# design 1

**Design 1: M2 wires**

The bar under the picture is 20 um long. Cells faint in the background.
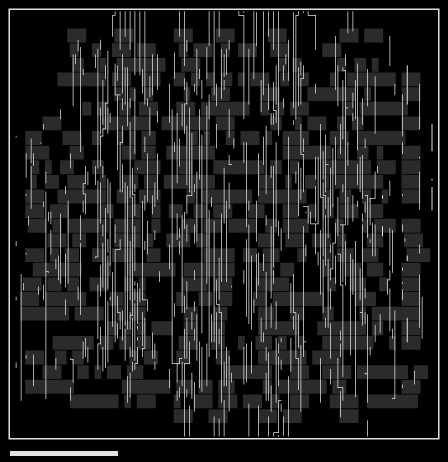

<file path="config.mk">
export PLATFORM = sky130hd
export DESIGN_NAME = uop_stream_scheduler
export DESIGN_NICKNAME = d
export VERILOG_FILES = /design/src/rtl/sched_pkg.sv /design/src/rtl/uop_rr_pick.sv /design/src/rtl/uop_stream_scheduler.sv
export SDC_FILE = /design/constraint.sdc
export NUM_CORES = 1
export LEC_CHECK = 0
export ABC_AREA = 0
export CELL_PAD_IN_SITES_DETAIL_PLACEMENT = 1
export CELL_PAD_IN_SITES_GLOBAL_PLACEMENT = 1
export CORE_UTILIZATION = 33
export CTS_CLUSTER_DIAMETER = 120
export DETAILED_ROUTE_END_ITERATION = 6
export PLACE_DENSITY_LB_ADDON = 0.1
export SLEW_MARGIN = 25
export SYNTH_ARGS = -nofsm -noshare
export SYNTH_HDL_FRONTEND = slang
export SYNTH_SLANG_ARGS = --single-unit
</file>
<file path="constraint.sdc">
create_clock -name clk -period 3.8 [get_ports clk]
set_clock_uncertainty 0.1 [all_clocks]
set_input_delay 0.57 -clock clk [delete_from_list [all_inputs] [get_ports clk]]
set_output_delay 0.57 -clock clk [all_outputs]
set_load 0.005 [all_outputs]
</file>
<file path="src/rtl/sched_pkg.sv">
// Shared definitions for the uop stream scheduler: uop field layout, the
// "no register" marker and the stream index type.
package sched_pkg;
  localparam int STORE_BIT = 13;
  localparam int DEST_LSB  = 8;
  localparam int DEST_W    = 4;
  localparam int SRC1_LSB  = 3;
  localparam int SRC0_LSB  = 0;
  localparam int SRC_W     = 3;

  localparam int                REG_W    = 4;
  localparam logic [REG_W-1:0]  REG_NONE = '1;

  localparam int MAX_STREAMS = 8;
  typedef logic [$clog2(MAX_STREAMS)-1:0] stream_idx_t;
endpackage

</file>
<file path="src/rtl/uop_rr_pick.sv">
// Rotating first-set finder: returns the first set bit of req scanning
// start, start+1, ... with an explicit wrap at N (N need not be a power of two).
module uop_rr_pick #(
  parameter int N     = 2,
  parameter int IDX_W = 1
) (
  input  logic [N-1:0]     req,
  input  logic [IDX_W-1:0] start,
  output logic             found,
  output logic [IDX_W-1:0] idx
);
  logic [2*N-1:0] dbl;
  logic [IDX_W:0] s;

  assign dbl = {req, req} >> start;

  always_comb begin
    found = 1'b0;
    idx   = '0;
    s     = '0;
    for (int k = 0; k < N; k++) begin
      if (!found && dbl[k]) begin
        found = 1'b1;
        s     = {1'b0, start} + (IDX_W+1)'(k);
        if (s >= (IDX_W+1)'(N)) s = s - (IDX_W+1)'(N);
        idx   = s[IDX_W-1:0];
      end
    end
  end
endmodule

</file>
<file path="src/rtl/uop_stream_scheduler.sv">
// N-stream uop issue scheduler: main stream owns issue, independent alt uops are
// interleaved during memory ops or main bubbles. Optional SCHED_PERF_CNT_EN adds counters.
module uop_stream_scheduler
  import sched_pkg::*;
#(
  parameter  int NUM_STREAMS = 2,
  parameter  int UOP_W       = 20,
  parameter  int REG_IDX_W   = 4,
  localparam int SW          = $clog2(NUM_STREAMS)
) (
  input  logic                         clk,
  input  logic                         rst_n,
  input  logic [NUM_STREAMS-1:0]       in_valid,
  input  logic [NUM_STREAMS*UOP_W-1:0] in_uop,
  input  logic [NUM_STREAMS-1:0]       in_last,
  output logic [NUM_STREAMS-1:0]       in_ready,
  input  logic                         ex_doing_mem,
  output logic                         issue_valid,
  output logic [UOP_W-1:0]             issue_uop,
  output logic [SW-1:0]                issue_stream,
  input  logic                         issue_ready,
  output logic [SW-1:0]                main_stream
`ifdef SCHED_PERF_CNT_EN
  ,
  output logic [31:0]                  perf_issued,
  output logic [31:0]                  perf_interleaved
`endif
);
  localparam logic [REG_IDX_W-1:0] NONE_IDX = '1;

  logic [NUM_STREAMS-1:0][UOP_W-1:0]     uop;
  logic [NUM_STREAMS-1:0][REG_IDX_W-1:0] last_dest;
  logic [NUM_STREAMS-1:0]                last_store;
  logic [NUM_STREAMS-1:0]                alt_req;
  logic                                  alt_found;
  logic [SW-1:0]                         alt_idx;
  logic [SW-1:0]                         main_nxt;
  logic [SW-1:0]                         sel;
  logic                                  accept;
  logic                                  slot_free;

  assign uop       = in_uop;
  assign slot_free = ~issue_valid | issue_ready;
  assign main_nxt  = (main_stream == SW'(NUM_STREAMS-1)) ? '0 : main_stream + 1'b1;

  // A stream may slip in ahead of main only if it cannot depend on anything
  // another stream still has in flight.
  for (genvar i = 0; i < NUM_STREAMS; i++) begin : g_elig
    logic [REG_IDX_W-1:0] s0, s1;
    logic                 haz;
    assign s0 = REG_IDX_W'(uop[i][SRC0_LSB +: SRC_W]);
    assign s1 = REG_IDX_W'(uop[i][SRC1_LSB +: SRC_W]);
    always_comb begin
      haz = 1'b0;
      for (int j = 0; j < NUM_STREAMS; j++) begin
        if (j != i) begin
          if (last_store[j]) haz = 1'b1;
          if (last_dest[j] != NONE_IDX && (last_dest[j] == s0 || last_dest[j] == s1)) haz = 1'b1;
        end
      end
    end
    assign alt_req[i] = in_valid[i] & ~in_last[i] & ~uop[i][STORE_BIT] & ~haz
                      & (main_stream != SW'(i));
  end

  uop_rr_pick #(.N(NUM_STREAMS), .IDX_W(SW)) u_alt_pick (
    .req   (alt_req),
    .start (main_nxt),
    .found (alt_found),
    .idx   (alt_idx)
  );

  always_comb begin
    accept = 1'b0;
    sel    = main_stream;
    if (slot_free) begin
      if (ex_doing_mem && alt_found) begin
        accept = 1'b1;
        sel    = alt_idx;
      end else if (in_valid[main_stream]) begin
        accept = 1'b1;
        sel    = main_stream;
      end else if (alt_found) begin
        accept = 1'b1;
        sel    = alt_idx;
      end
    end
  end

  always_comb begin
    in_ready = '0;
    if (accept && rst_n) in_ready[sel] = 1'b1;
  end

  always_ff @(posedge clk or negedge rst_n) begin
    if (!rst_n) begin
      issue_valid  <= 1'b0;
      issue_uop    <= '0;
      issue_stream <= '0;
      main_stream  <= '0;
      last_dest    <= {NUM_STREAMS{NONE_IDX}};
      last_store   <= '0;
    end else if (accept) begin
      issue_valid       <= 1'b1;
      issue_uop         <= uop[sel];
      issue_stream      <= sel;
      last_dest[sel]    <= REG_IDX_W'(uop[sel][DEST_LSB +: DEST_W]);
      last_store[sel]   <= uop[sel][STORE_BIT];
      if (sel == main_stream && in_last[sel]) main_stream <= main_nxt;
    end else if (issue_ready) begin
      issue_valid <= 1'b0;
    end
  end

`ifdef SCHED_PERF_CNT_EN
  always_ff @(posedge clk or negedge rst_n) begin
    if (!rst_n) begin
      perf_issued      <= '0;
      perf_interleaved <= '0;
    end else if (accept) begin
      perf_issued <= perf_issued + 32'd1;
      if (sel != main_stream) perf_interleaved <= perf_interleaved + 32'd1;
    end
  end
`endif
endmodule
</file>
# design 2

--- src/rtl/mips_pkg.sv ---
// Shared datapath constants and types for the MIPS-style core.
package mips_pkg;

    localparam int DATA_W = 32;
    localparam int ADDR_W = 5;

    localparam logic [ADDR_W-1:0] ZERO_REG = 5'd0;

    typedef logic [ADDR_W-1:0] reg_idx_t;
    typedef logic [DATA_W-1:0] word_t;

endpackage : mips_pkg

--- src/rtl/reg_file_rd_port.sv ---
// One combinational read port: index mux, optional same-cycle write bypass,
// and the hardwired-zero override for register 0.
module reg_file_rd_port
    import mips_pkg::*;
#(
    parameter int DATA_W = mips_pkg::DATA_W,
    parameter int ADDR_W = mips_pkg::ADDR_W,
    parameter int BYPASS = 0
) (
    input  logic [DATA_W-1:0] regs [2**ADDR_W],
    input  logic [ADDR_W-1:0] rd_idx,
    input  logic              wr_en,
    input  logic [ADDR_W-1:0] wr_idx,
    input  logic [DATA_W-1:0] wr_data,
    output logic [DATA_W-1:0] rd_data
);

    // Zero override is applied last so that neither storage nor bypass can
    // ever make register 0 read non-zero.
    always_comb begin
        rd_data = regs[rd_idx];
        if ((BYPASS != 0) && wr_en && (wr_idx == rd_idx)) begin
            rd_data = wr_data;
        end
        if (rd_idx == ADDR_W'(ZERO_REG)) begin
            rd_data = '0;
        end
    end

endmodule : reg_file_rd_port

--- src/rtl/reg_file.sv ---
// General-purpose register file: 2**ADDR_W registers, two combinational
// read ports (rs, rt), one write port committed on the rising clock edge.
module reg_file
    import mips_pkg::*;
#(
    parameter int DATA_W = mips_pkg::DATA_W,
    parameter int ADDR_W = mips_pkg::ADDR_W,
    parameter int BYPASS = 0
) (
    input  logic              clk,
    input  logic              rst,
    input  logic [ADDR_W-1:0] rs_idx,
    input  logic [ADDR_W-1:0] rt_idx,
    input  logic [ADDR_W-1:0] write_idx,
    input  logic              RegWrite,
    input  logic [DATA_W-1:0] write_data,
    output logic [DATA_W-1:0] rs_data,
    output logic [DATA_W-1:0] rt_data
);

    localparam int NREG = 2**ADDR_W;

    logic [DATA_W-1:0] regs_q [NREG];
    logic [DATA_W-1:0] regs_d [NREG];

    // Next-state of the array: apply the pending write, keep entry 0 at zero
    // so writes to it are discarded without a separate enable path.
    always_comb begin
        regs_d = regs_q;
        if (RegWrite && (write_idx != ADDR_W'(ZERO_REG))) begin
            regs_d[write_idx] = write_data;
        end
        regs_d[0] = '0;
    end

    // Storage: asynchronous clear, otherwise load next-state every edge.
    always_ff @(posedge clk or posedge rst) begin
        if (rst) begin
            regs_q <= '{default: '0};
        end else begin
            regs_q <= regs_d;
        end
    end

    reg_file_rd_port #(
        .DATA_W (DATA_W),
        .ADDR_W (ADDR_W),
        .BYPASS (BYPASS)
    ) u_rd_rs (
        .regs    (regs_q),
        .rd_idx  (rs_idx),
        .wr_en   (RegWrite),
        .wr_idx  (write_idx),
        .wr_data (write_data),
        .rd_data (rs_data)
    );

    reg_file_rd_port #(
        .DATA_W (DATA_W),
        .ADDR_W (ADDR_W),
        .BYPASS (BYPASS)
    ) u_rd_rt (
        .regs    (regs_q),
        .rd_idx  (rt_idx),
        .wr_en   (RegWrite),
        .wr_idx  (write_idx),
        .wr_data (write_data),
        .rd_data (rt_data)
    );

endmodule : reg_file

--- config.mk ---
export PLATFORM = sky130hd
export DESIGN_NAME = reg_file
export DESIGN_NICKNAME = d
export VERILOG_FILES = /design/src/rtl/mips_pkg.sv /design/src/rtl/reg_file_rd_port.sv /design/src/rtl/reg_file.sv
export SDC_FILE = /design/constraint.sdc
export NUM_CORES = 2
export LEC_CHECK = 0
export ABC_AREA = 1
export CORE_ASPECT_RATIO = 1.5
export CORE_MARGIN = 5
export CORE_UTILIZATION = 44
export CTS_CLUSTER_DIAMETER = 30
export DETAILED_ROUTE_END_ITERATION = 10
export GPL_TIMING_DRIVEN = 0
export PLACE_DENSITY_LB_ADDON = 0.3
export REMOVE_ABC_BUFFERS = 1
export SLEW_MARGIN = 20
export SYNTH_ARGS = -nofsm -noshare
export SYNTH_HDL_FRONTEND = slang
export SYNTH_SLANG_ARGS = --single-unit
--- constraint.sdc ---
create_clock -name clk -period 47.7 [get_ports clk]
set_input_delay 9.54 -clock clk [delete_from_list [all_inputs] [get_ports clk]]
set_output_delay 9.54 -clock clk [all_outputs]
set_load 0.01 [all_outputs]
# design 3

`config.mk`:
```
export PLATFORM = sky130hd
export DESIGN_NAME = uart_tl_host_seq
export DESIGN_NICKNAME = d
export VERILOG_FILES = /design/src/rtl/uart_tl_host_pkg.sv /design/src/rtl/uart_tl_host_fifo.sv /design/src/rtl/uart_tl_host_seq.sv
export SDC_FILE = /design/constraint.sdc
export NUM_CORES = 1
export LEC_CHECK = 0
export CORE_MARGIN = 4
export CORE_UTILIZATION = 40
export DETAILED_ROUTE_END_ITERATION = 7
export PLACE_DENSITY = 0.72
export SYNTH_ARGS = -nofsm -noshare
export SYNTH_HDL_FRONTEND = slang
export SYNTH_HIERARCHICAL = 1
export SYNTH_SLANG_ARGS = --single-unit
```
`constraint.sdc`:
```
create_clock -name clk -period 5 [get_ports clk]
set_clock_uncertainty 0.05 [all_clocks]
set_input_delay 0.5 -clock clk [delete_from_list [all_inputs] [get_ports clk]]
set_output_delay 0.5 -clock clk [all_outputs]
set_load 0.01 [all_outputs]
```
`src/rtl/uart_tl_host_pkg.sv`:
```
// Shared constants and types for the TL-UL host sequencer.
package uart_tl_host_pkg;

    // A-channel opcodes
    localparam logic [2:0] OpPutFull = 3'd0;
    localparam logic [2:0] OpGet     = 3'd4;
    // D-channel opcodes
    localparam logic [2:0] OpAck     = 3'd0;
    localparam logic [2:0] OpAckData = 3'd1;

    localparam logic [1:0] SizeWord  = 2'd2;

    // Sources are always < MaxOutst (at most 16), so 4 bits cover every legal source.
    localparam int TrkSrcW = 4;

    // One entry per in-flight request, kept in issue order.
    typedef struct packed {
        logic [TrkSrcW-1:0] source;
        logic               write;
    } track_entry_t;

    // Response register contents (valid is held separately).
    typedef struct packed {
        logic [31:0] rdata;
        logic        write;
        logic        error;
        logic        timeout;
    } rsp_t;

    typedef enum logic [0:0] {
        RUN  = 1'b0,
        HUNG = 1'b1
    } fsm_t;

endpackage

```
`src/rtl/uart_tl_host_fifo.sv`:
```
// Synchronous FIFO with occupancy count and a single-cycle flush.
module uart_tl_host_fifo #(
    parameter int Depth = 4,
    parameter int Width = 5
) (
    input  logic                         clk,
    input  logic                         rst,
    input  logic                         push,
    input  logic [Width-1:0]             wdata,
    input  logic                         pop,
    input  logic                         flush,
    output logic [Width-1:0]             rdata,
    output logic                         full,
    output logic                         empty,
    output logic [$clog2(Depth+1)-1:0]   count
);

    localparam int PtrW = (Depth > 1) ? $clog2(Depth) : 1;
    localparam int CntW = $clog2(Depth + 1);

    logic [Width-1:0] mem [Depth];
    logic [PtrW-1:0]  wptr, rptr;
    logic             push_ok, pop_ok;

    assign full    = (count == CntW'(Depth));
    assign empty   = (count == '0);
    assign push_ok = push && !full;
    assign pop_ok  = pop && !empty;
    assign rdata   = mem[rptr];

    // Storage array; no reset needed, reads are qualified by empty.
    always_ff @(posedge clk) begin
        if (push_ok) mem[wptr] <= wdata;
    end

    // Pointer and occupancy update; flush wins over push/pop.
    always_ff @(posedge clk or posedge rst) begin
        if (rst) begin
            wptr  <= '0;
            rptr  <= '0;
            count <= '0;
        end else if (flush) begin
            wptr  <= '0;
            rptr  <= '0;
            count <= '0;
        end else begin
            if (push_ok) wptr <= (wptr == PtrW'(Depth - 1)) ? '0 : wptr + PtrW'(1);
            if (pop_ok)  rptr <= (rptr == PtrW'(Depth - 1)) ? '0 : rptr + PtrW'(1);
            if (push_ok && !pop_ok)      count <= count + CntW'(1);
            else if (pop_ok && !push_ok) count <= count - CntW'(1);
        end
    end

endmodule

```
`src/rtl/uart_tl_host_seq.sv`:
```
// TL-UL host sequencer: word commands in, PutFullData/Get out, in-order responses back.
module uart_tl_host_seq
    import uart_tl_host_pkg::*;
#(
    parameter int MaxOutst      = 4,
    parameter int SrcW          = 8,
    parameter int TimeoutCycles = 1024
) (
    input  logic                          clk,
    input  logic                          rst,
    input  logic                          cmd_valid,
    output logic                          cmd_ready,
    input  logic                          cmd_write,
    input  logic [31:0]                   cmd_addr,
    input  logic [31:0]                   cmd_wdata,
    output logic                          rsp_valid,
    input  logic                          rsp_ready,
    output logic [31:0]                   rsp_rdata,
    output logic                          rsp_write,
    output logic                          rsp_error,
    output logic                          rsp_timeout,
    output logic                          tl_a_valid,
    output logic [2:0]                    tl_a_opcode,
    output logic [1:0]                    tl_a_size,
    output logic [3:0]                    tl_a_mask,
    output logic [31:0]                   tl_a_address,
    output logic [31:0]                   tl_a_data,
    output logic [SrcW-1:0]               tl_a_source,
    output logic [2:0]                    tl_a_param,
    output logic                          tl_d_ready,
    input  logic                          tl_a_ready,
    input  logic                          tl_d_valid,
    input  logic [2:0]                    tl_d_opcode,
    input  logic [31:0]                   tl_d_data,
    input  logic [SrcW-1:0]               tl_d_source,
    input  logic                          tl_d_error,
    output logic [$clog2(MaxOutst+1)-1:0] outst_cnt,
    output logic                          hung
);

    localparam int IdxW = $clog2(MaxOutst);
    localparam int TmoW = $clog2(TimeoutCycles);

    fsm_t              fsm_q, fsm_d;
    logic              rst_done;
    logic [IdxW-1:0]   src_cnt;
    logic [TmoW-1:0]   tmo_cnt;
    rsp_t              rsp_q;

    track_entry_t      push_entry, head;
    logic              fifo_full, fifo_empty;
    logic              run, rsp_free, cmd_acc, d_acc, tmo_fire, pop;

    assign run        = (fsm_q == RUN);
    assign rsp_free   = !rsp_valid || rsp_ready;
    assign cmd_acc    = cmd_valid && cmd_ready;
    // Written without tl_d_ready to keep the comb graph acyclic; same condition.
    assign d_acc      = run && rsp_free && !fifo_empty && tl_d_valid;
    // A D beat in the expiry cycle still wins over the timeout.
    assign tmo_fire   = run && rsp_free && !fifo_empty && !tl_d_valid &&
                        (tmo_cnt == TmoW'(TimeoutCycles - 1));
    assign pop        = d_acc || tmo_fire;

    assign push_entry = '{source: TrkSrcW'(src_cnt), write: cmd_write};

    assign rsp_rdata   = rsp_q.rdata;
    assign rsp_write   = rsp_q.write;
    assign rsp_error   = rsp_q.error;
    assign rsp_timeout = rsp_q.timeout;

    uart_tl_host_fifo #(
        .Depth (MaxOutst),
        .Width ($bits(track_entry_t))
    ) u_track (
        .clk   (clk),
        .rst   (rst),
        .push  (cmd_acc),
        .wdata (push_entry),
        .pop   (pop),
        .flush (tmo_fire),
        .rdata (head),
        .full  (fifo_full),
        .empty (fifo_empty),
        .count (outst_cnt)
    );

    // Holds cmd_ready low while reset is asserted and for the first edge after it.
    always_ff @(posedge clk or posedge rst) begin
        if (rst) rst_done <= 1'b0;
        else     rst_done <= 1'b1;
    end

    // State register; HUNG is only left through reset.
    always_ff @(posedge clk or posedge rst) begin
        if (rst) fsm_q <= RUN;
        else     fsm_q <= fsm_d;
    end

    // Next state and handshake outputs.
    always_comb begin
        fsm_d      = fsm_q;
        cmd_ready  = 1'b0;
        tl_d_ready = 1'b0;
        hung       = 1'b0;
        case (fsm_q)
            RUN: begin
                cmd_ready  = rst_done && !fifo_full && (!tl_a_valid || tl_a_ready);
                tl_d_ready = rsp_free && !fifo_empty;
                if (tmo_fire) fsm_d = HUNG;
            end
            HUNG:    hung  = 1'b1;
            default: fsm_d = RUN;
        endcase
    end

    // A-channel output register; fields only change on a new accept.
    always_ff @(posedge clk or posedge rst) begin
        if (rst) begin
            tl_a_valid   <= 1'b0;
            tl_a_opcode  <= '0;
            tl_a_size    <= '0;
            tl_a_mask    <= '0;
            tl_a_address <= '0;
            tl_a_data    <= '0;
            tl_a_source  <= '0;
            tl_a_param   <= '0;
            src_cnt      <= '0;
        end else if (cmd_acc) begin
            tl_a_valid   <= 1'b1;
            tl_a_opcode  <= cmd_write ? OpPutFull : OpGet;
            tl_a_size    <= SizeWord;
            tl_a_mask    <= 4'hF;
            tl_a_address <= cmd_addr & ~32'h3;
            tl_a_data    <= cmd_write ? cmd_wdata : 32'h0;
            tl_a_source  <= SrcW'(src_cnt);
            tl_a_param   <= 3'd0;
            src_cnt      <= src_cnt + IdxW'(1);
        end else if (tl_a_ready) begin
            tl_a_valid   <= 1'b0;
        end
    end

    // Waiting-time counter for the oldest request; restarts on every pop.
    always_ff @(posedge clk or posedge rst) begin
        if (rst)                            tmo_cnt <= '0;
        else if (pop || fifo_empty)         tmo_cnt <= '0;
        else if (tmo_cnt != TmoW'(TimeoutCycles - 1))
                                            tmo_cnt <= tmo_cnt + TmoW'(1);
    end

    // Response register: loads from a D beat or a synthesized timeout, holds under backpressure.
    always_ff @(posedge clk or posedge rst) begin
        if (rst) begin
            rsp_valid <= 1'b0;
            rsp_q     <= '0;
        end else if (d_acc) begin
            rsp_valid     <= 1'b1;
            rsp_q.rdata   <= head.write ? 32'h0 : tl_d_data;
            rsp_q.write   <= head.write;
            rsp_q.error   <= tl_d_error ||
                             (tl_d_source != SrcW'(head.source)) ||
                             (tl_d_opcode != (head.write ? OpAck : OpAckData));
            rsp_q.timeout <= 1'b0;
        end else if (tmo_fire) begin
            rsp_valid     <= 1'b1;
            rsp_q.rdata   <= 32'h0;
            rsp_q.write   <= head.write;
            rsp_q.error   <= 1'b1;
            rsp_q.timeout <= 1'b1;
        end else if (rsp_ready) begin
            rsp_valid     <= 1'b0;
        end
    end

endmodule

```
# design 4

**config.mk**
```make
export PLATFORM = sky130hd
export DESIGN_NAME = alu_8bit
export DESIGN_NICKNAME = d
export VERILOG_FILES = /design/src/rtl/alu_8bit.sv
export SDC_FILE = /design/constraint.sdc
export NUM_CORES = 1
export LEC_CHECK = 0
export CAP_MARGIN = 20
export CORE_MARGIN = 8
export CORE_UTILIZATION = 29
export CTS_CLUSTER_DIAMETER = 100
export DETAILED_ROUTE_END_ITERATION = 10
export GPL_ROUTABILITY_DRIVEN = 0
export PLACE_DENSITY_LB_ADDON = 0.15
export REMOVE_ABC_BUFFERS = 1
export SETUP_SLACK_MARGIN = 0.4
export SLEW_MARGIN = 20
export SYNTH_ARGS = -nofsm -noshare
export SYNTH_HDL_FRONTEND = slang
export SYNTH_SLANG_ARGS = --single-unit
```
**constraint.sdc**
```tcl
create_clock -name clk -period 1.4 [get_ports clk]
set_clock_uncertainty 0.1 [all_clocks]
set_input_delay 0.14 -clock clk [delete_from_list [all_inputs] [get_ports clk]]
set_output_delay 0.14 -clock clk [all_outputs]
set_load 0.05 [all_outputs]
```
**src/rtl/alu_8bit.sv**
```systemverilog
// alu_8bit: 8-bit registered execute stage (AND, OR, ADD, SUB, optional XOR/SHL/SHR/SLT).
// Operands and opcode are sampled on a rising clk edge with in_valid=1; the result
// and flags appear from registers one cycle later with out_valid pulsed high.
//
// Ports:
//   clk       rising-edge clock
//   rst       asynchronous active-high reset
//   in_valid  capture a, b, ctrl on this edge
//   a, b      8-bit unsigned operands
//   ctrl      3-bit opcode
//   y         registered result
//   carry     registered carry (ADD) / borrow (SUB) flag
//   negative  registered a<b flag (SUB only)
//   zero      registered y==0 flag (AND/OR/ADD/SUB only)
//   out_valid y and flags hold a new result
//
// Build option: define ALU_EXT_OPS_EN to enable XOR, SHL, SHR and SLT on
// opcodes 011, 100, 101, 111. Without it those opcodes produce y=0, flags 0.
module alu_8bit (
   input  logic       clk,
   input  logic       rst,
   input  logic       in_valid,
   input  logic [7:0] a,
   input  logic [7:0] b,
   input  logic [2:0] ctrl,
   output logic [7:0] y,
   output logic       carry,
   output logic       negative,
   output logic       zero,
   output logic       out_valid
);

   localparam int unsigned W = 8;

   localparam logic [2:0] OP_AND = 3'b000;
   localparam logic [2:0] OP_OR  = 3'b001;
   localparam logic [2:0] OP_ADD = 3'b010;
   localparam logic [2:0] OP_XOR = 3'b011;
   localparam logic [2:0] OP_SHL = 3'b100;
   localparam logic [2:0] OP_SHR = 3'b101;
   localparam logic [2:0] OP_SUB = 3'b110;
   localparam logic [2:0] OP_SLT = 3'b111;

   logic [W:0]   sum_c;
   logic [W:0]   diff_c;
   logic [W-1:0] y_c;
   logic         carry_c;
   logic         negative_c;
   logic         zero_c;

   // Extended 9-bit add/sub; bit 8 of the difference is the borrow (a<b).
   assign sum_c  = {1'b0, a} + {1'b0, b};
   assign diff_c = {1'b0, a} - {1'b0, b};

   // Result and flag selection; unflagged opcodes keep all flags at 0.
   always_comb begin
      y_c        = '0;
      carry_c    = 1'b0;
      negative_c = 1'b0;
      zero_c     = 1'b0;
      case (ctrl)
         OP_AND: begin
            y_c    = a & b;
            zero_c = (y_c == '0);
         end
         OP_OR: begin
            y_c    = a | b;
            zero_c = (y_c == '0);
         end
         OP_ADD: begin
            y_c     = sum_c[W-1:0];
            carry_c = sum_c[W];
            zero_c  = (y_c == '0);
         end
         OP_SUB: begin
            y_c        = diff_c[W-1:0];
            carry_c    = diff_c[W];
            negative_c = diff_c[W];
            zero_c     = (y_c == '0);
         end
`ifdef ALU_EXT_OPS_EN
         OP_XOR: y_c = a ^ b;
         OP_SHL: y_c = a << b[2:0];
         OP_SHR: y_c = a >> b[2:0];
         OP_SLT: y_c = {7'd0, diff_c[W]};
`else
         OP_XOR, OP_SHL, OP_SHR, OP_SLT: y_c = '0;
`endif
         default: y_c = '0;
      endcase
   end

   // Output registers: update only on accepted ops; out_valid is a one-cycle pulse.
   always_ff @(posedge clk or posedge rst) begin
      if (rst) begin
         y         <= '0;
         carry     <= 1'b0;
         negative  <= 1'b0;
         zero      <= 1'b0;
         out_valid <= 1'b0;
      end else begin
         out_valid <= in_valid;
         if (in_valid) begin
            y        <= y_c;
            carry    <= carry_c;
            negative <= negative_c;
            zero     <= zero_c;
         end
      end
   end

endmodule

```

==> screenshots <==
Metal 3.
shot_01.png
The bar under the picture is 50 um long.
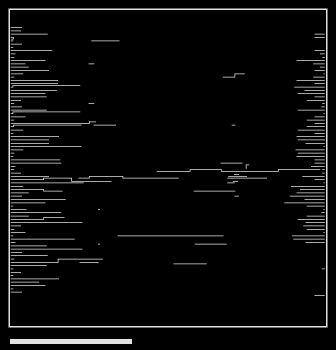
shot_02.png
The bar under the picture is 20 um long.
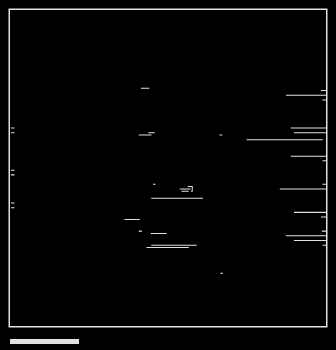
shot_03.png
The bar under the picture is 100 um long.
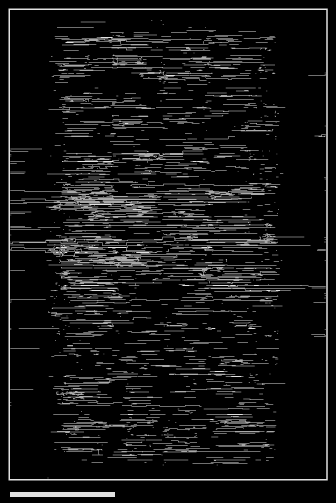
shot_01.png comes from design 3.
shot_03.png comes from design 2.
shot_02.png comes from design 4.
The one with the largest die is shot_03.png.
The one with the smallest die is shot_02.png.

Key to shot_03.png:
wire length on this layer	23.6 mm
longest straight run	113 um

**Design 2: metal 4**

Cells faint in the background.
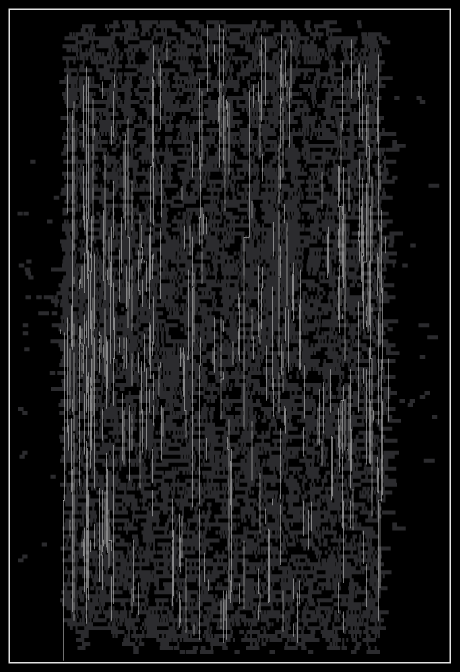
nets with wire on the layer	176
longest straight run	163 um
main direction	vertical
Routed WL: 210 mm
via count: 57000

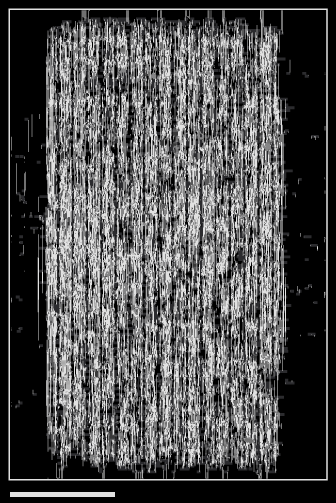
**Above:** design 2 (M2 wires).
The bar under the picture is 100 um long. Cells faint in the background.
nets with wire on the layer	5898
share of all routed wire	45%
longest straight run	114 um
wire length on this layer	93.8 mm
main direction	vertical
met2 GRT Util: 48.6%

==> qor.csv, design 2 <==
metric,value,unit
outcome,"complete, but fails checks",
violations,DRC,
pin_count,114,
synth_area_per_cell,6.76,sq um
cts_buffers,154,
drtAntennaViolNets,0,
grtUsageTotal,30.6,%
fin_crit_sh,49.5,%
ys_sh_adder,0,%
syn2layout_area_growth,16.4,%
drc,2,
end_kind,primary output,
place_hpwl,114,mm
synth_warnings,0,
synthMuxAreaShare,0,%
antenna_found_initial,4,
slew_headroom,27.0,%
cts_resized,0,
core_area,125000,sq um
yosys_cells,8212,
ir_drop,0.0000421,V
die_area,133000,sq um
largest_area_cell,dfrtp_1,
grtUsageMet3,7.38,%
ys.flop_type,dfrtp_1,
[design 2: layout make-up]
type	instances	share of cell area, %
antenna	4	0.0155
clock buffer	191	6.68
clock inverter	90	1.69
inverter	603	3.61
multi-input combinational	5959	40.4
sequential	992	38.4
tap	1610	3.12
timing repair buffer	226	6.07
[design 2: metrics by stage]
step	util [%]	worst slack (ns)
detailed placement	47.2	24.19
finish	51.5	24.07
CTS	51.5	24.18
global route	51.5	24.02
global placement	44.7	-49.52
floorplan	-	10.25
[design 2: per-layer routing]
layer	up-vias	wire [um]
met5	-	13
met1	26800	78700
met4	2	14100
met2	3493	93800
met3	916	23600
li1	25800	-
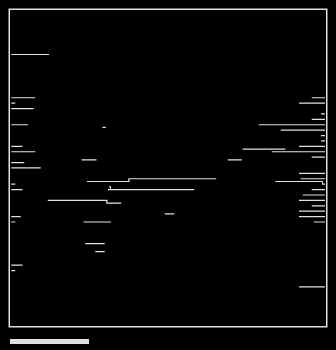
**Above:** design 1 (metal 3).
The bar under the picture is 20 um long.
main direction	horizontal
nets with wire on the layer	43
Routed WL: 6.47 mm
via count: 1958

Notes on 'M2 wires' of design 1 above:
main direction	vertical
share of all routed wire	46%
met2 GRT Util: 35.0%

==> qor.csv, design 1 <==
metric,value,unit
outcome,"finished, final reports clean",
path_max_fanout,3,
reg2reg_slack,0.51,ns
min_from,issue_stream$_DFFE_PN0P_,
grt_pass1_wl,10.6,mm
synth_nets,253,
die-width,79.5,um
syn2layout_area_growth,54.6,%
clkbuf_count,7,
most_common_cell,dfrtp_1,
drtAntennaViolNets,0,
hold_depth,1,
initial_utilization,35.2,%
synth_chip_area,1980,sq um
synth_warnings,0,
cpMaxStageDelayCell,or4_4,
fin_setup_tns,0,ns
core_area,5640,sq um
slew_headroom,56.0,%
p_leak,1.23,nW
largest_register_ffs,20,
placed_area,2900,sq um
top_layer,met4,
clock_latency,0.29,ns
r2r_end,last_dest[3]$_DFFE_PN1P_,
r2r_cells,14,
common_cells,"25 x dfrtp_1, 24 x nor2_1, 20 x nand3_1, 17 x a31oi_1, 15 x o21ai_0",
final_cell_area,3070,sq um
synth_top_area_share,31.5,%
xor_share,5.30,%
tightest_slew,0.653,ns
grt.overflow.total,0,
whs_endpoint,issue_stream$_DFFE_PN0P_,
fp-row-count,27,
synth_area_per_cell,9.73,sq um
cts_max_level,2,
synth_cells,204,
cts_resized,7,
wl_met2,2.98,mm
ir_drop,0.000359,V
hp-class,reg2reg,
inverters,3,
met1_usage,29.9,%
die_area,6330,sq um
place_hpwl,4.86,mm
[design 1: worst max-delay path by stage]
stage / startpoint / end / slack, ns / cells after the start
finish: in_uop[25] / in_ready[1] / 0.12 / 11
global route: in_uop[25] / in_ready[1] / 0.006 / 11
CTS: in_uop[22] / in_ready[0] / -0.16 / 12
detailed placement: in_uop[22] / in_ready[0] / -0.36 / 12
global placement: in_uop[22] / in_ready[1] / -0.27 / 11
floorplan: in_uop[25] / in_ready[1] / 0.50 / 11
[design 1: where the power goes]
part,internal [mW],switching (mW)
Clock,0.129,0.130
Sequential,0.558,0.135
Combinational,0.670,0.548
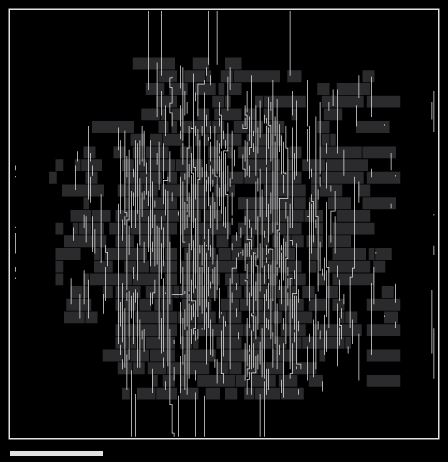
**Above:** design 4 (M2 wires).
The bar under the picture is 20 um long. Cells faint in the background.
share of all routed wire	51%
longest straight run	43.2 um
wire length on this layer	3040 um
nets with wire on the layer	315
met2 GRT Util: 23.9%
Routed WL: 5.96 mm
via count: 1939

==> qor.csv, design 4 <==
metric,value,unit
antenna_found_initial,0,
cts_buffers,3,
routed_via_density,4.93,
swShare,36.7,%
fp-row-count,27,
synth_area,1660,sq um
diodes,0,
setup.worst_path.start,a[0],
synth_warnings,0,
worst_slack,-0.438,ns
final-setup-viol-count,10,
place_hpwl,4.33,mm
yosys_cells,207,
start_kind,input pin,
initial_utilization,30.0,%
fin_crit,1.84,ns
clkPwrFrac,16.8,%
io_buffers,33,
comb_share,48.8,%
clkCellAreaFrac,1.64,%
powerComb,1.40,mW
area_leaders,"dfrtp_1 18%, ha_1 18%, a21oi_1 5.4%",
rr_startpoint,zero$_DFFE_PP0P_,
cpMaxStageDelayCell,fa_2,
crit_type,in2reg,
whs,0.112,ns
worst-path-buf-inv,3,
drc,0,
violations,setup timing,
stdcell_count,393,
crit_arrival,1.87,ns
grt_setup_unrepaired,true,
grt.overflow.total,0,
outcome,"complete, but fails checks",
buffers,121,
## design 4: cell families after synthesis
logic type / after synthesis / share of synthesized area (%)
buffers and inverters: 36 / 9.03
and+or+nand+nor: 56 / 19.2
xor gates and xnor gates: 10 / 5.27
muxes: 5 / 3.31
DFF: 12 / 18.1
AOI/OAI and AO/OA: 62 / 24.7
adders and majority gates: 26 / 20.5
## design 4: worst register-to-register path: stages, from the launching register on
cell,delay [ns]
dfrtp_1,0.41
nand2b_1,0.11
o21ai_1,0.09
o2111ai_1,0.11
nor2b_1,0.07
a31oi_1,0.19
o41ai_2,0.10
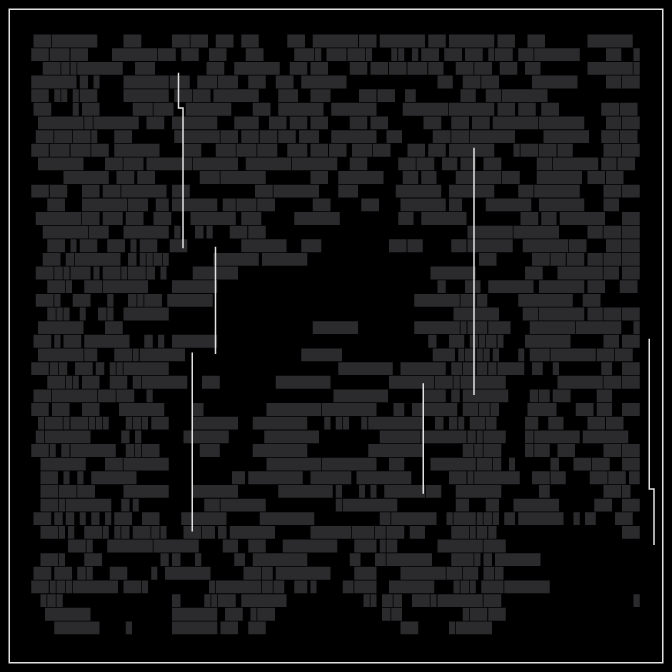
**Above:** design 3 (metal 4).
Cells faint in the background.
wire length on this layer	205 um
share of all routed wire	1.4%
nets with wire on the layer	2
longest straight run	49.0 um

==> qor.csv, design 3 <==
metric,value,unit
fmax,274,MHz
synth-edff-count,20,
common_cells,"124 x dfrtp_1, 71 x nand2_1, 35 x o21ai_0, 32 x a22o_1, 32 x mux2_2",
end_kind,flip-flop,
synth-simple-area-share,10.7,%
outcome,"finished, final reports clean",
dp_slack,1.41,ns
largest_area_cell,dfrtp_1,
drive_above_1_share,11.7,%
area_leaders,"dfrtp_1 52%, edfxtp_1 10%, mux2_2 6.1%",
async_reset_ff_share,86.1,%
finalWeightedCongestion,0.758,
grt_pass1_wl,23.7,mm
met3WireLength,1.62,mm
synth_area,5950,sq um
grt_max_degree,102,
drc,0,
hp-class,in2async,
grt_pass1_vias,4616,
cts-hold-fix-buffers,0,
p_leak,3.73,nW
wl_met2,7.43,mm
initial_utilization,40.9,%
crit_arrival,3.93,ns
io_buffers,225,
antenna_found_initial,0,
drt-initial-drc-count,200,
r2r_cells,11,
worst_slack,1.35,ns
diodes,0,
grt.met2_usage,29.8,%
buffers,229,
drtAntennaViolNets,0,
finalHoldViolations,0,
yosys.area_share.aoi,9.76,%
rr_startpoint,tmo_cnt[0]$_DFFE_PP0P_,
layout_top_cells,"225 x clkdlybuf4s50_1, 124 x dfrtp_1, 71 x nand2_1",
placed_area,8290,sq um
comb_area,2030,sq um
flops,144,
clkbuf_count,20,
synth_top_area_share,52.2,%
fin_crit,3.65,ns
[design 3: where the power goes]
| group | total (mW) | switching, mW | internal (mW) |
|---|---|---|---|
| Sequential | 1.86 | 0.269 | 1.60 |
| Combinational | 1.80 | 0.762 | 1.03 |
| Clock | 1.18 | 0.486 | 0.699 |
[design 3: worst max-delay path, delay by kind of cell, from the launching register on]
| family | cells | cell delay, ns |
|---|---|---|
| AND-OR/OR-AND | 3 | 1.01 |
| AND/OR/NAND/NOR | 4 | 0.75 |
| adder cells (fa/ha/maj) | 3 | 1.03 |
| flip-flops | 1 | 0.42 |
| buffers and inverters | 1 | 0.31 |


==> layout pictures side by side <==
M1 wires.
panel A
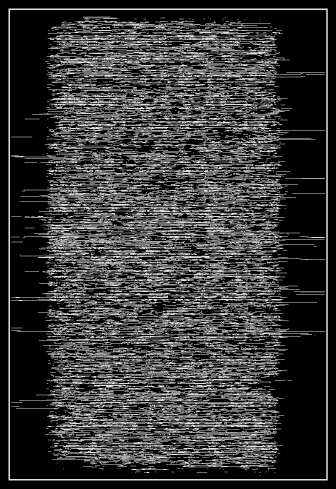
panel B
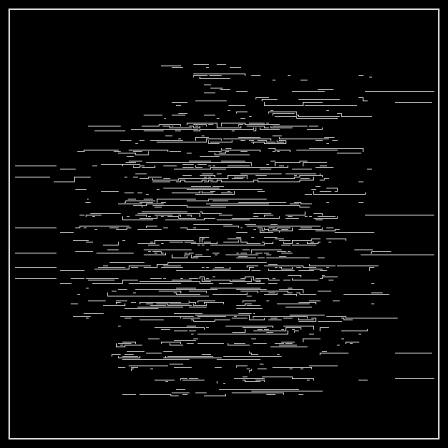
panel C
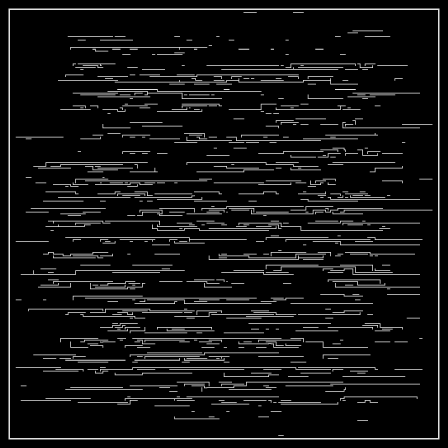
panel D
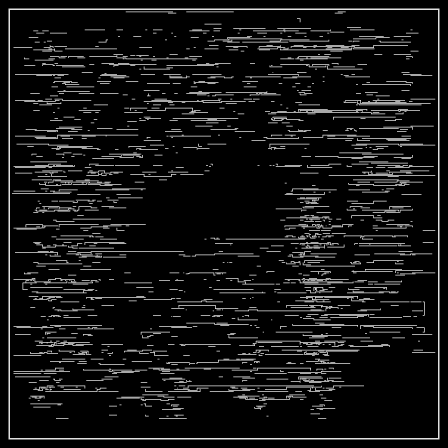
- panel D = design 3
- panel A = design 2
- panel C = design 1
- panel B = design 4

Key to panel A:
nets with wire on the layer	7392
share of all routed wire	37%


## Gallery

Routing congestion.
Plate I
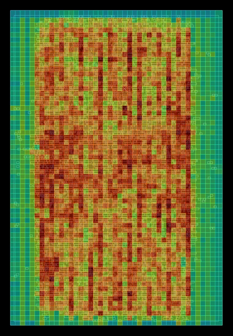
Plate II
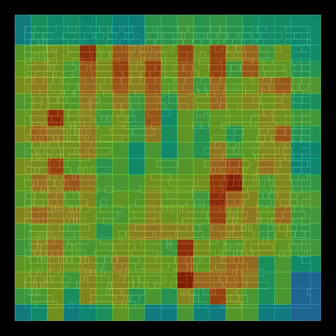
Plate III
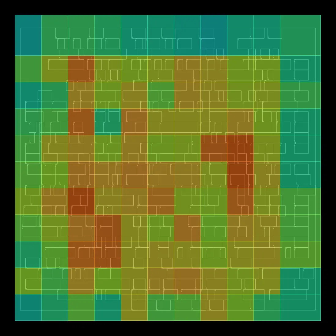
Plate IV
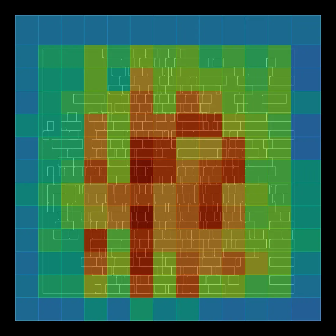
| picture | from |
|---|---|
| Plate I | design 2 |
| Plate II | design 3 |
| Plate III | design 1 |
| Plate IV | design 4 |

No activity file was given, so power comes from the tool's default toggle rates.
